=== sram1rw_1024x44_ctrl ===
==> sram1rw_1024x44_ctrl/met1.png <==
Supply wires on this layer in grey. Cells faint in the background.
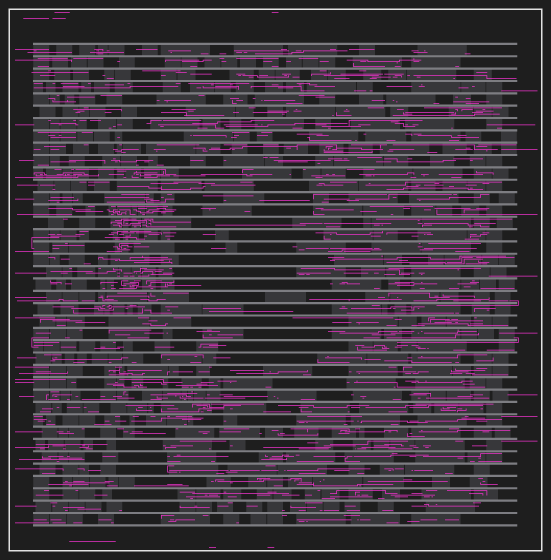

File: config.mk
export PLATFORM = sky130hd
export DESIGN_NAME = sram1rw_1024x44_ctrl
export DESIGN_NICKNAME = d
export VERILOG_FILES = /design/src/rtl/sram_ctrl_pkg.sv /design/src/rtl/sram1rw_1024x44_ctrl_resp_fifo2.sv /design/src/rtl/sram1rw_1024x44_ctrl.sv
export SDC_FILE = /design/constraint.sdc
export NUM_CORES = 1
export LEC_CHECK = 0
export CORE_AREA = 5 5 112 114
export DETAILED_ROUTE_END_ITERATION = 16
export DIE_AREA = 0 0 117 119
export GPL_TIMING_DRIVEN = 1
export HOLD_SLACK_MARGIN = 0.05
export PLACE_DENSITY = 0.84
export REMOVE_ABC_BUFFERS = 1
export SYNTH_ARGS = -nofsm -noshare
export SYNTH_HDL_FRONTEND = slang
export SYNTH_HIERARCHICAL = 1
export SYNTH_SLANG_ARGS = --single-unit
File: constraint.sdc
create_clock -name clock -period 5.4 [get_ports clock]
set_input_delay 1.08 -clock clock [delete_from_list [all_inputs] [get_ports clock]]
set_output_delay 1.08 -clock clock [all_outputs]
set_load 0.02 [all_outputs]
File: src/rtl/sram_ctrl_pkg.sv
// Shared defaults and controller state encoding for the 1RW SRAM controller.
package sram_ctrl_pkg;

   localparam int SRAM_ADDR_W = 10;
   localparam int SRAM_DATA_W = 44;

   typedef enum logic {
      ST_INIT = 1'b0,
      ST_RUN  = 1'b1
   } ctrl_state_e;

endpackage : sram_ctrl_pkg

File: src/rtl/sram1rw_1024x44_ctrl_resp_fifo2.sv
// Two-entry response buffer that holds read data the consumer has not yet taken.
module resp_fifo2 #(
   parameter int DATA_W = 44
) (
   input  logic              clock,
   input  logic              reset,
   input  logic              push,
   input  logic [DATA_W-1:0] push_data,
   input  logic              pop,
   output logic              empty,
   output logic [1:0]        count,
   output logic [DATA_W-1:0] head
);

   logic [DATA_W-1:0] mem_q [2];
   logic [DATA_W-1:0] mem_d [2];
   logic              wr_ptr_q, wr_ptr_d;
   logic              rd_ptr_q, rd_ptr_d;
   logic [1:0]        count_q, count_d;

   always_comb begin
      // NOTE: every signal gets a default before any branch so no latch is inferred.
      mem_d    = mem_q;
      wr_ptr_d = wr_ptr_q;
      rd_ptr_d = rd_ptr_q;
      if (push) begin
         mem_d[wr_ptr_q] = push_data;
         wr_ptr_d        = ~wr_ptr_q;
      end
      if (pop) begin
         rd_ptr_d = ~rd_ptr_q;
      end
      count_d = count_q + {1'b0, push} - {1'b0, pop};
   end

   // NOTE: non-blocking assignments for all state so every flop samples pre-edge values.
   always_ff @(posedge clock or posedge reset) begin
      if (reset) begin
         wr_ptr_q <= 1'b0;
         rd_ptr_q <= 1'b0;
         count_q  <= 2'd0;
      end else begin
         wr_ptr_q <= wr_ptr_d;
         rd_ptr_q <= rd_ptr_d;
         count_q  <= count_d;
      end
   end

   // NOTE: storage is not reset; count/pointers already mark every entry invalid.
   always_ff @(posedge clock) begin
      mem_q <= mem_d;
   end

   assign empty = (count_q == 2'd0);
   assign count = count_q;
   assign head  = mem_q[rd_ptr_q];

endmodule : resp_fifo2

File: src/rtl/sram1rw_1024x44_ctrl.sv
// Controller for a 1RW SRAM macro: zero-scrub after reset, then a valid/ready
// request port with in-order, credit-limited read responses.
module sram1rw_1024x44_ctrl
   import sram_ctrl_pkg::*;
#(
   parameter int ADDR_W = SRAM_ADDR_W,
   parameter int DATA_W = SRAM_DATA_W,
   parameter int DEPTH  = 1024
) (
   input  logic              clock,
   input  logic              reset,
   input  logic              req_valid,
   output logic              req_ready,
   input  logic              req_write,
   input  logic [ADDR_W-1:0] req_addr,
   input  logic [DATA_W-1:0] req_wdata,
   output logic              resp_valid,
   input  logic              resp_ready,
   output logic [DATA_W-1:0] resp_rdata,
   output logic              init_done,
   output logic [ADDR_W-1:0] sram_a,
   output logic              sram_csb,
   output logic              sram_web,
   output logic              sram_oeb,
   output logic [DATA_W-1:0] sram_i,
   input  logic [DATA_W-1:0] sram_o
);

   localparam logic [ADDR_W-1:0] SCRUB_LAST = ADDR_W'(DEPTH - 1);

   ctrl_state_e       state_q, state_d;
   logic [ADDR_W-1:0] scrub_q, scrub_d;
   logic              rd_pending_q, rd_pending_d;

   logic              fire;
   logic              fifo_push, fifo_pop, fifo_empty;
   logic [1:0]        fifo_count;
   logic [DATA_W-1:0] fifo_head;

   always_comb begin
      state_d      = state_q;
      scrub_d      = scrub_q;
      rd_pending_d = 1'b0;
      req_ready    = 1'b0;
      fire         = 1'b0;
      sram_csb     = 1'b1;
      sram_web     = 1'b1;
      sram_oeb     = 1'b1;
      sram_a       = req_addr;
      sram_i       = req_wdata;

      case (state_q)
         ST_INIT: begin
            sram_csb = 1'b0;
            sram_web = 1'b0;
            sram_a   = scrub_q;
            sram_i   = '0;
            scrub_d  = scrub_q + 1'b1;
            if (scrub_q == SCRUB_LAST) begin
               state_d = ST_RUN;
               scrub_d = '0;
            end
         end
         ST_RUN: begin
            // One credit per buffered or in-flight read keeps the FIFO from overflowing.
            req_ready = (({1'b0, fifo_count} + {2'b00, rd_pending_q}) <= 3'd1);
            fire      = req_valid & req_ready;
            if (fire) begin
               sram_csb = 1'b0;
               sram_web = ~req_write;
               sram_oeb = req_write;
            end
            rd_pending_d = fire & ~req_write;
         end
         default: state_d = ST_INIT;
      endcase

      // The macro must stay deselected while reset is held, even though INIT drives it.
      if (reset) begin
         sram_csb = 1'b1;
         sram_web = 1'b1;
         sram_oeb = 1'b1;
      end
   end

   always_ff @(posedge clock or posedge reset) begin
      if (reset) begin
         state_q      <= ST_INIT;
         scrub_q      <= '0;
         rd_pending_q <= 1'b0;
      end else begin
         state_q      <= state_d;
         scrub_q      <= scrub_d;
         rd_pending_q <= rd_pending_d;
      end
   end

   // Read data bypasses the FIFO only when nothing older is queued and it is taken now.
   assign fifo_push  = rd_pending_q & ~(fifo_empty & resp_ready);
   assign fifo_pop   = resp_ready & ~fifo_empty;
   assign resp_valid = ~fifo_empty | rd_pending_q;
   assign resp_rdata = fifo_empty ? sram_o : fifo_head;
   assign init_done  = (state_q == ST_RUN);

   resp_fifo2 #(
      .DATA_W(DATA_W)
   ) u_resp_fifo (
      .clock    (clock),
      .reset    (reset),
      .push     (fifo_push),
      .push_data(sram_o),
      .pop      (fifo_pop),
      .empty    (fifo_empty),
      .count    (fifo_count),
      .head     (fifo_head)
   );

endmodule : sram1rw_1024x44_ctrl

=== alu_arbiter ===
File: config.mk
export PLATFORM = sky130hd
export DESIGN_NAME = alu_arbiter
export DESIGN_NICKNAME = d
export VERILOG_FILES = /design/src/rtl/alu_pkg.sv /design/src/rtl/alu_rsp_slot.sv /design/src/rtl/alu_arbiter.sv
export SDC_FILE = /design/constraint.sdc
export NUM_CORES = 1
export LEC_CHECK = 0
export CAP_MARGIN = 30
export CORE_MARGIN = 8
export CORE_UTILIZATION = 32
export CTS_BUF_LIST = sky130_fd_sc_hd__clkbuf_8 sky130_fd_sc_hd__clkbuf_16
export CTS_CLUSTER_SIZE = 10
export DETAILED_ROUTE_END_ITERATION = 16
export GPL_TIMING_DRIVEN = 0
export PLACE_DENSITY = 0.78
export SLEW_MARGIN = 20
export SYNTH_ARGS = -nofsm -noshare
export SYNTH_HDL_FRONTEND = slang
export SYNTH_SLANG_ARGS = --single-unit
File: constraint.sdc
create_clock -name clk -period 3.1 [get_ports clk]
set_input_delay 0.62 -clock clk [delete_from_list [all_inputs] [get_ports clk]]
set_output_delay 0.62 -clock clk [all_outputs]
set_load 0.02 [all_outputs]
File: src/rtl/alu_pkg.sv
// Shared ALU op encodings and default widths for the ALU arbiter slice.
package alu_pkg;
  localparam int DEF_WIDTH = 32;
  localparam int DEF_CNT_W = 16;

  localparam logic [1:0] ALU_ADD = 2'b00;
  localparam logic [1:0] ALU_SUB = 2'b01;
  localparam logic [1:0] ALU_AND = 2'b10;
  localparam logic [1:0] ALU_OR  = 2'b11;
endpackage

File: src/rtl/alu_rsp_slot.sv
// One requester's response register with valid/ready drain and a wrapping grant counter.
module alu_rsp_slot
  import alu_pkg::*;
#(
  parameter int WIDTH = DEF_WIDTH,
  parameter int CNT_W = DEF_CNT_W
) (
  input  logic             clk,
  input  logic             rst,
  input  logic             grant,
  input  logic             rsp_ready,
  input  logic [WIDTH-1:0] alu_out,
  input  logic             alu_zero,
  output logic             rsp_valid,
  output logic [WIDTH-1:0] rsp_out,
  output logic             rsp_zero,
  output logic [CNT_W-1:0] grant_cnt
);

  // A grant always wins over a drain, so a slot drained this cycle is refilled in place.
  always_ff @(posedge clk or posedge rst) begin
    if (rst) begin
      rsp_valid <= 1'b0;
      rsp_out   <= '0;
      rsp_zero  <= 1'b0;
      grant_cnt <= '0;
    end else if (grant) begin
      rsp_valid <= 1'b1;
      rsp_out   <= alu_out;
      rsp_zero  <= alu_zero;
      grant_cnt <= grant_cnt + 1'b1;
    end else if (rsp_valid && rsp_ready) begin
      rsp_valid <= 1'b0;
    end
  end

endmodule

File: src/rtl/alu_arbiter.sv
// Round-robin sharing of one combinational ALU between two requesters,
// with a registered response slot per requester.
module alu_arbiter
  import alu_pkg::*;
#(
  parameter int WIDTH = DEF_WIDTH,
  parameter int CNT_W = DEF_CNT_W
) (
  input  logic             clk,
  input  logic             rst,
  input  logic             req_valid0,
  output logic             req_ready0,
  input  logic [WIDTH-1:0] req_a0,
  input  logic [WIDTH-1:0] req_b0,
  input  logic [1:0]       req_sel0,
  input  logic             req_valid1,
  output logic             req_ready1,
  input  logic [WIDTH-1:0] req_a1,
  input  logic [WIDTH-1:0] req_b1,
  input  logic [1:0]       req_sel1,
  output logic             rsp_valid0,
  input  logic             rsp_ready0,
  output logic [WIDTH-1:0] rsp_out0,
  output logic             rsp_zero0,
  output logic             rsp_valid1,
  input  logic             rsp_ready1,
  output logic [WIDTH-1:0] rsp_out1,
  output logic             rsp_zero1,
  output logic [WIDTH-1:0] alu_a,
  output logic [WIDTH-1:0] alu_b,
  output logic [1:0]       alu_sel,
  input  logic [WIDTH-1:0] alu_out,
  input  logic             alu_zero,
  output logic [CNT_W-1:0] grant_cnt0,
  output logic [CNT_W-1:0] grant_cnt1
);

  logic elig0, elig1;
  logic grant0, grant1;
  logic prio;

  // A full slot is still eligible if it drains this cycle.
  assign elig0 = req_valid0 && (!rsp_valid0 || rsp_ready0);
  assign elig1 = req_valid1 && (!rsp_valid1 || rsp_ready1);

  always_comb begin
    grant0 = elig0;
    grant1 = elig1;
    if (elig0 && elig1) begin
      grant0 = !prio;
      grant1 = prio;
    end
  end

  assign req_ready0 = grant0;
  assign req_ready1 = grant1;

  // Priority passes to whichever requester lost the last grant.
  always_ff @(posedge clk or posedge rst) begin
    if (rst) begin
      prio <= 1'b0;
    end else if (grant0) begin
      prio <= 1'b1;
    end else if (grant1) begin
      prio <= 1'b0;
    end
  end

  always_comb begin
    alu_a   = '0;
    alu_b   = '0;
    alu_sel = ALU_ADD;
    if (grant0) begin
      alu_a   = req_a0;
      alu_b   = req_b0;
      alu_sel = req_sel0;
    end else if (grant1) begin
      alu_a   = req_a1;
      alu_b   = req_b1;
      alu_sel = req_sel1;
    end
  end

  alu_rsp_slot #(.WIDTH(WIDTH), .CNT_W(CNT_W)) u_slot0 (
    .clk       (clk),
    .rst       (rst),
    .grant     (grant0),
    .rsp_ready (rsp_ready0),
    .alu_out   (alu_out),
    .alu_zero  (alu_zero),
    .rsp_valid (rsp_valid0),
    .rsp_out   (rsp_out0),
    .rsp_zero  (rsp_zero0),
    .grant_cnt (grant_cnt0)
  );

  alu_rsp_slot #(.WIDTH(WIDTH), .CNT_W(CNT_W)) u_slot1 (
    .clk       (clk),
    .rst       (rst),
    .grant     (grant1),
    .rsp_ready (rsp_ready1),
    .alu_out   (alu_out),
    .alu_zero  (alu_zero),
    .rsp_valid (rsp_valid1),
    .rsp_out   (rsp_out1),
    .rsp_zero  (rsp_zero1),
    .grant_cnt (grant_cnt1)
  );

endmodule
=== swc_rtu_rsp_feeder ===
<file path="src/rtl/swc_rtu_rsp_feeder.sv">
// Per-port RTU response FIFOs feeding swc_core's rtu_rsp_valid/ack handshake.
// Each channel also has a flush input, a full flag and a saturating overflow counter.
module swc_rtu_rsp_feeder #(
    parameter int g_num_ports     = 7,
    parameter int g_prio_width    = 3,
    parameter int g_fifo_depth    = 4,
    parameter int g_ovf_cnt_width = 8
) (
    input  logic                                 clk_i,
    input  logic                                 rst_n_i,
    input  logic [g_num_ports-1:0]               req_valid_i,
    input  logic [g_num_ports*g_num_ports-1:0]   req_dst_port_mask_i,
    input  logic [g_num_ports-1:0]               req_drop_i,
    input  logic [g_num_ports*g_prio_width-1:0]  req_prio_i,
    output logic [g_num_ports-1:0]               req_full_o,
    input  logic [g_num_ports-1:0]               flush_i,
    input  logic                                 ovf_clr_i,
    output logic [g_num_ports*g_ovf_cnt_width-1:0] ovf_cnt_o,
    output logic [g_num_ports-1:0]               rtu_rsp_valid_o,
    input  logic [g_num_ports-1:0]               rtu_rsp_ack_i,
    output logic [g_num_ports*g_num_ports-1:0]   rtu_dst_port_mask_o,
    output logic [g_num_ports-1:0]               rtu_drop_o,
    output logic [g_num_ports*g_prio_width-1:0]  rtu_prio_o
);

    localparam int N  = g_num_ports;
    localparam int P  = g_prio_width;
    localparam int D  = g_fifo_depth;
    localparam int C  = g_ovf_cnt_width;
    localparam int AW = $clog2(D);
    localparam int EW = N + 1 + P;

    localparam logic [AW:0] FULL_CNT = (AW+1)'(D);

    function automatic logic [C-1:0] sat_inc(input logic [C-1:0] v);
        sat_inc = (v == {C{1'b1}}) ? v : v + 1'b1;
    endfunction

    for (genvar i = 0; i < N; i++) begin : g_ch
        logic [AW-1:0] wr_ptr_q, wr_ptr_d;
        logic [AW-1:0] rd_ptr_q, rd_ptr_d;
        logic [AW:0]   count_q, count_d;
        logic [C-1:0]  ovf_q, ovf_d;
        logic [EW-1:0] mem_q [D];

        logic          full;
        logic          valid;
        logic          push_acc;
        logic          pop;
        logic          ovf_evt;
        logic [EW-1:0] wr_entry;
        logic [EW-1:0] head;

        assign wr_entry = {req_dst_port_mask_i[i*N +: N], req_drop_i[i], req_prio_i[i*P +: P]};

        // Full is taken from the registered count, so a same-cycle pop never frees a slot.
        assign full     = (count_q == FULL_CNT);
        assign valid    = (count_q != '0);
        assign push_acc = req_valid_i[i] & ~flush_i[i] & ~full;
        assign pop      = valid & rtu_rsp_ack_i[i] & ~flush_i[i];
        assign ovf_evt  = req_valid_i[i] & ~flush_i[i] & full;

        always_comb begin
            wr_ptr_d = wr_ptr_q;
            rd_ptr_d = rd_ptr_q;
            count_d  = count_q;
            if (flush_i[i]) begin
                wr_ptr_d = '0;
                rd_ptr_d = '0;
                count_d  = '0;
            end else begin
                if (push_acc) begin
                    wr_ptr_d = wr_ptr_q + 1'b1;
                end
                if (pop) begin
                    rd_ptr_d = rd_ptr_q + 1'b1;
                end
                unique case ({push_acc, pop})
                    2'b10:   count_d = count_q + 1'b1;
                    2'b01:   count_d = count_q - 1'b1;
                    default: count_d = count_q;
                endcase
            end
        end

        always_comb begin
            ovf_d = ovf_q;
            if (ovf_clr_i) begin
                ovf_d = '0;
            end else if (ovf_evt) begin
                ovf_d = sat_inc(ovf_q);
            end
        end

        always_ff @(posedge clk_i or negedge rst_n_i) begin
            if (!rst_n_i) begin
                wr_ptr_q <= '0;
                rd_ptr_q <= '0;
                count_q  <= '0;
                ovf_q    <= '0;
            end else begin
                wr_ptr_q <= wr_ptr_d;
                rd_ptr_q <= rd_ptr_d;
                count_q  <= count_d;
                ovf_q    <= ovf_d;
            end
        end

        // Storage carries no reset; the head is masked to zero whenever the FIFO is empty.
        always_ff @(posedge clk_i) begin
            if (push_acc) begin
                mem_q[wr_ptr_q] <= wr_entry;
            end
        end

        assign head = valid ? mem_q[rd_ptr_q] : '0;

        assign req_full_o[i]                = full;
        assign rtu_rsp_valid_o[i]           = valid;
        assign ovf_cnt_o[i*C +: C]          = ovf_q;
        assign rtu_dst_port_mask_o[i*N +: N] = head[EW-1 -: N];
        assign rtu_drop_o[i]                = head[P];
        assign rtu_prio_o[i*P +: P]         = head[P-1:0];
    end

endmodule

</file>
<file path="config.mk">
export PLATFORM = sky130hd
export DESIGN_NAME = swc_rtu_rsp_feeder
export DESIGN_NICKNAME = d
export VERILOG_FILES = /design/src/rtl/swc_rtu_rsp_feeder.sv
export SDC_FILE = /design/constraint.sdc
export NUM_CORES = 1
export LEC_CHECK = 0
export ABC_AREA = 1
export CAP_MARGIN = 0
export CORE_MARGIN = 2
export CORE_UTILIZATION = 50
export CTS_CLUSTER_SIZE = 8
export DETAILED_ROUTE_END_ITERATION = 8
export PLACE_DENSITY_LB_ADDON = 0.1
export SYNTH_ARGS = -nofsm -noshare
export SYNTH_HDL_FRONTEND = slang
export SYNTH_SLANG_ARGS = --single-unit
</file>
<file path="constraint.sdc">
create_clock -name clk_i -period 1.9 [get_ports clk_i]
set_input_delay 0.475 -clock clk_i [delete_from_list [all_inputs] [get_ports clk_i]]
set_output_delay 0.475 -clock clk_i [all_outputs]
set_load 0.1 [all_outputs]
</file>
==> alu_arbiter/registers.png <==
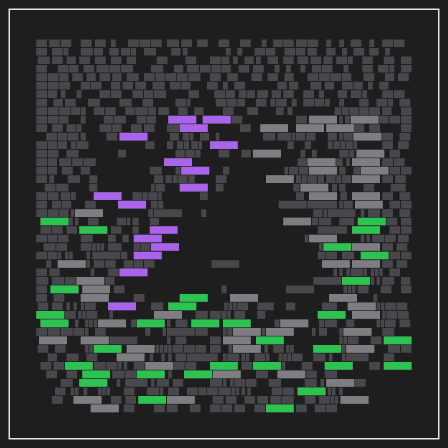
- green: u_slot0.rsp_out (sequential cells 32)
- purple: u_slot1.grant_cnt (sequential cells 16)

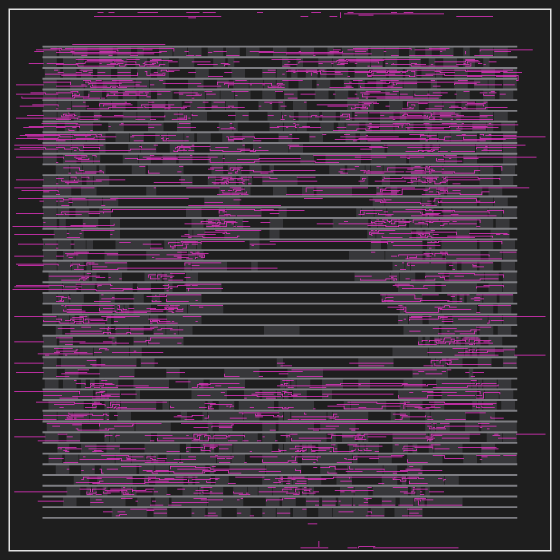
(alu_arbiter/met1.png)
Supply wires on this layer in grey. Cells faint in the background.
- longest straight run: 63.5 um
- main direction: horizontal
- wire length on this layer: 7,480 um
- share of all routed wire: 37%

==> impl_metrics.csv, alu_arbiter <==
group,metric,value,unit
final_timing,setup_violations,0,
final_timing,rsz0062_at_grt,"no",
outcome,status,"finished clean",
setup_path,startpoint,"req_valid0",
global_route,met3_usage,8.040,%
floorplan,die_x,137.1,um
final_layout,antenna_cells,0,
global_route,grt_max_degree,37,
global_route,antenna_found_initial,0,
setup_path,worstRegToRegCells,7,
synth,flop_cell,"dfrtp_1",
final_timing,setup_tns,0,ps
synth,top_area_cell,"dfrtp_1",
setup_path,path_depth,8,
final_timing,tightestPinTransition,450.7,ps
job,warnings,27,
synth,yosys_cells,430,
setup_path,cpMostUsedCell,"buf_4",
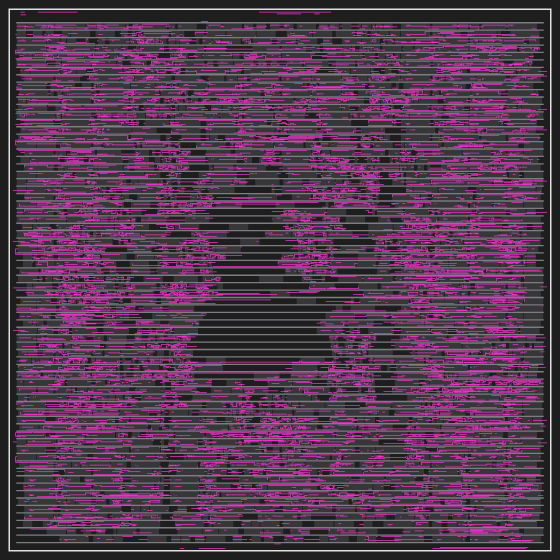
(swc_rtu_rsp_feeder/met1.png)
Supply wires on this layer in grey. Cells faint in the background.
- main direction: horizontal
- wire length on this layer: 20.9 mm

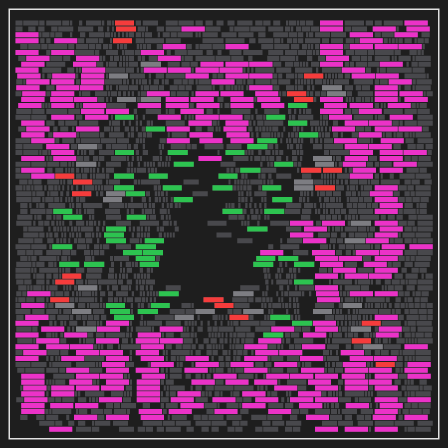
(swc_rtu_rsp_feeder/registers.png)
- magenta: g_ch.mem_q (sequential cells 308; where all over the die)
- red: g_ch.count_q (sequential cells 21; where all over the die)
- green: g_ch.ovf_q (sequential cells 56)
- not coloured: 28

==> impl_metrics.csv, swc_rtu_rsp_feeder <==
group,metric,value,unit
final_layout,comb_area,0.008080,mm2
global_route,use_met2,46.75,%
synth,top_cells_by_count,"nor2_1, nand2_1, edfxtp_1, o21ai_0, inv_1",
place,gp_congestion,0.8578,
synth,flop_cell,"edfxtp_1",
final_layout,seq_share,40.36,%
synth,ys_async_sr_fraction,25.42,%
route,wl_per_cell,19.17,um
power,cell_internal_pwr,0.02422,W
floorplan,fp_util,51.05,%
floorplan,pin_count,248,
final_layout,layout.non_clock_inverters,172,
final_timing,setup_violations,95,
synth,ys_sh_aoi,8.982,%
final_layout,syn_to_final_growth,57.45,%
setup_path,timing.critical_path.slowest_cell_delay,470,ps
final_layout,largest_reg_flops,308,
final_layout,dominant-cell-class,"flip-flops and latches",
outcome,violations,"negative setup slack",
final_timing,fin_ws,-531.7,ps
power,p_seq_share,25.8,%
setup_path,crit_type,"flop to output port",
global_route,met3_usage,5.553,%
synth,syn_area,0.01878,mm2
place,place_inst,2683,
final_layout,postLayoutCoreUtil,80.37,%
final_layout,fillers,1966,
final_layout,layout.cells.non_filler,2896,
synth,top_cells_by_area,"edfxtp_1, dfrtp_1, nor2_1",
synth,mux_area_share,0,%
synth,avgSynthCellArea,9.935,um2
power,netSwitchingPower,0.01761,W
outcome,status,"finished, violations left",
final_layout,antenna_cells,0,
synth,fa_ha_area_share,3.078,%
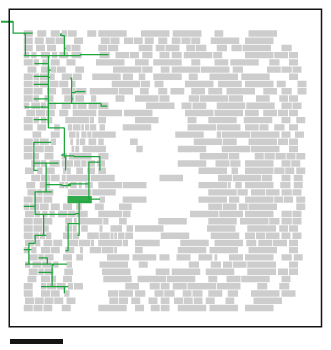
(sram1rw_1024x44_ctrl/port_nets.png)
Scale bar: 20 um.
- green: init_done (bits 1; direction output; end cells 1; buffers 2; wire 434 um)

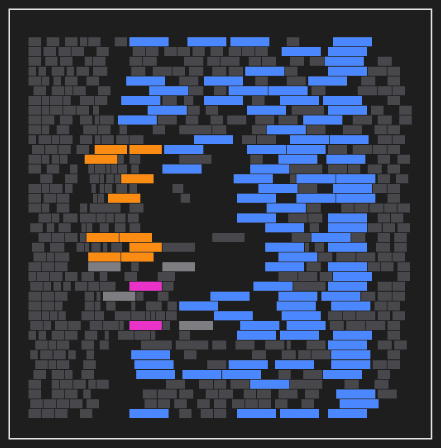
(sram1rw_1024x44_ctrl/registers.png)
- orange: scrub_q (sequential cells 10)
- blue: u_resp_fifo/mem_q (sequential cells 88)
- magenta: u_resp_fifo/count (sequential cells 2)
- not coloured: 4

Notes on sram1rw_1024x44_ctrl/met1.png above:
- nets with wire on the layer: 545
- share of all routed wire: 38%
- main direction: horizontal

==> impl_metrics.csv, sram1rw_1024x44_ctrl <==
group,metric,value,unit
route,first_pass_iters,4,
synth,top_cell,"edfxtp_1",
final_layout,postLayoutCoreUtil,67.63,%
power,ir_worst_vdd,208.3,uV
synth,top_cells_by_area,"edfxtp_1, mux2_2, mux2_4",
final_layout,syn_to_final_growth,46.04,%
power,leakage,2.833,nW
global_route,grt_use_met1,20.46,%
cts,postCtsSetupRepairBufs,0,
global_route,grt_pass1_wl,19.40,mm
route,wl_per_cell,18.30,um
final_timing,drv_slew,0,
outcome,status,"finished clean",
final_layout,layout.cells.non_filler,688,
job,cap_violations,0,
synth,top_cells_by_count,"edfxtp_1, mux2_2, and2_1, mux2_4, dfrtp_1",

==> screenshots <==
Metal 2.
Cells faint in the background.
image #1
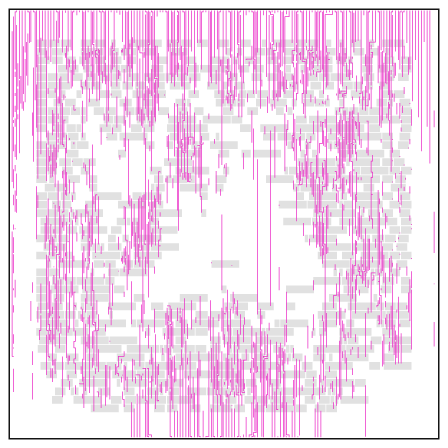
image #2
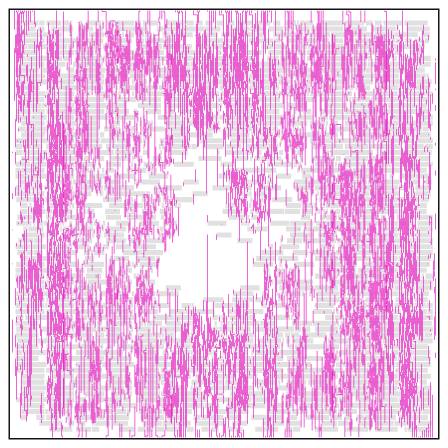
image #3
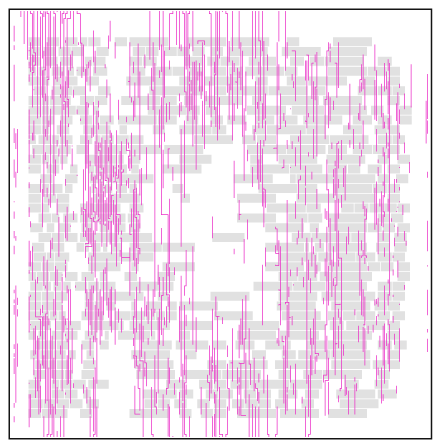
sram1rw_1024x44_ctrl: image #3
swc_rtu_rsp_feeder: image #2
alu_arbiter: image #1

Key to image #3:
- main direction: vertical
- longest straight run: 64.9 um
- share of all routed wire: 50%
- nets with wire on the layer: 579



==> notes/layouts.md <==
Pictures saved along the way, in no particular order.

Routing congestion map.
panel A
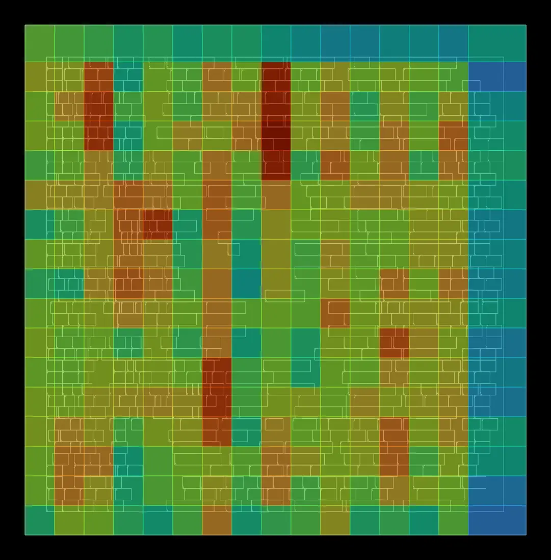
panel B
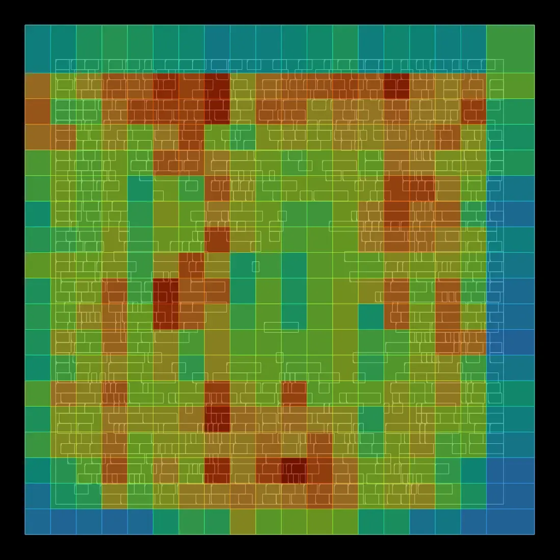
panel C
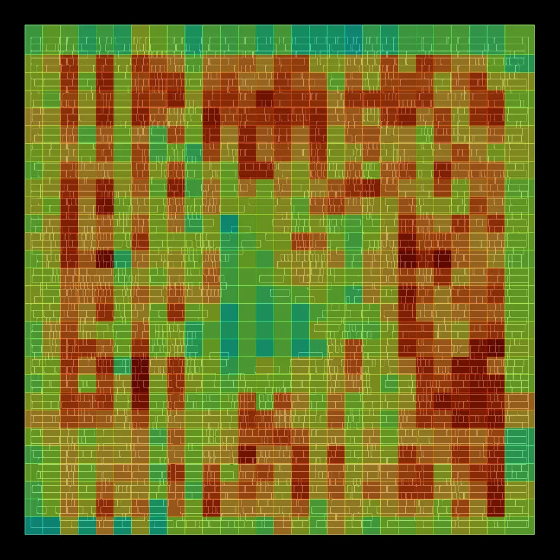
For alu_arbiter, see panel B.
For swc_rtu_rsp_feeder, see panel C.
For sram1rw_1024x44_ctrl, see panel A.
Of these, highest utilization: panel C
Of these, highest track usage: panel C

Power is estimated from default activity; no workload was simulated.
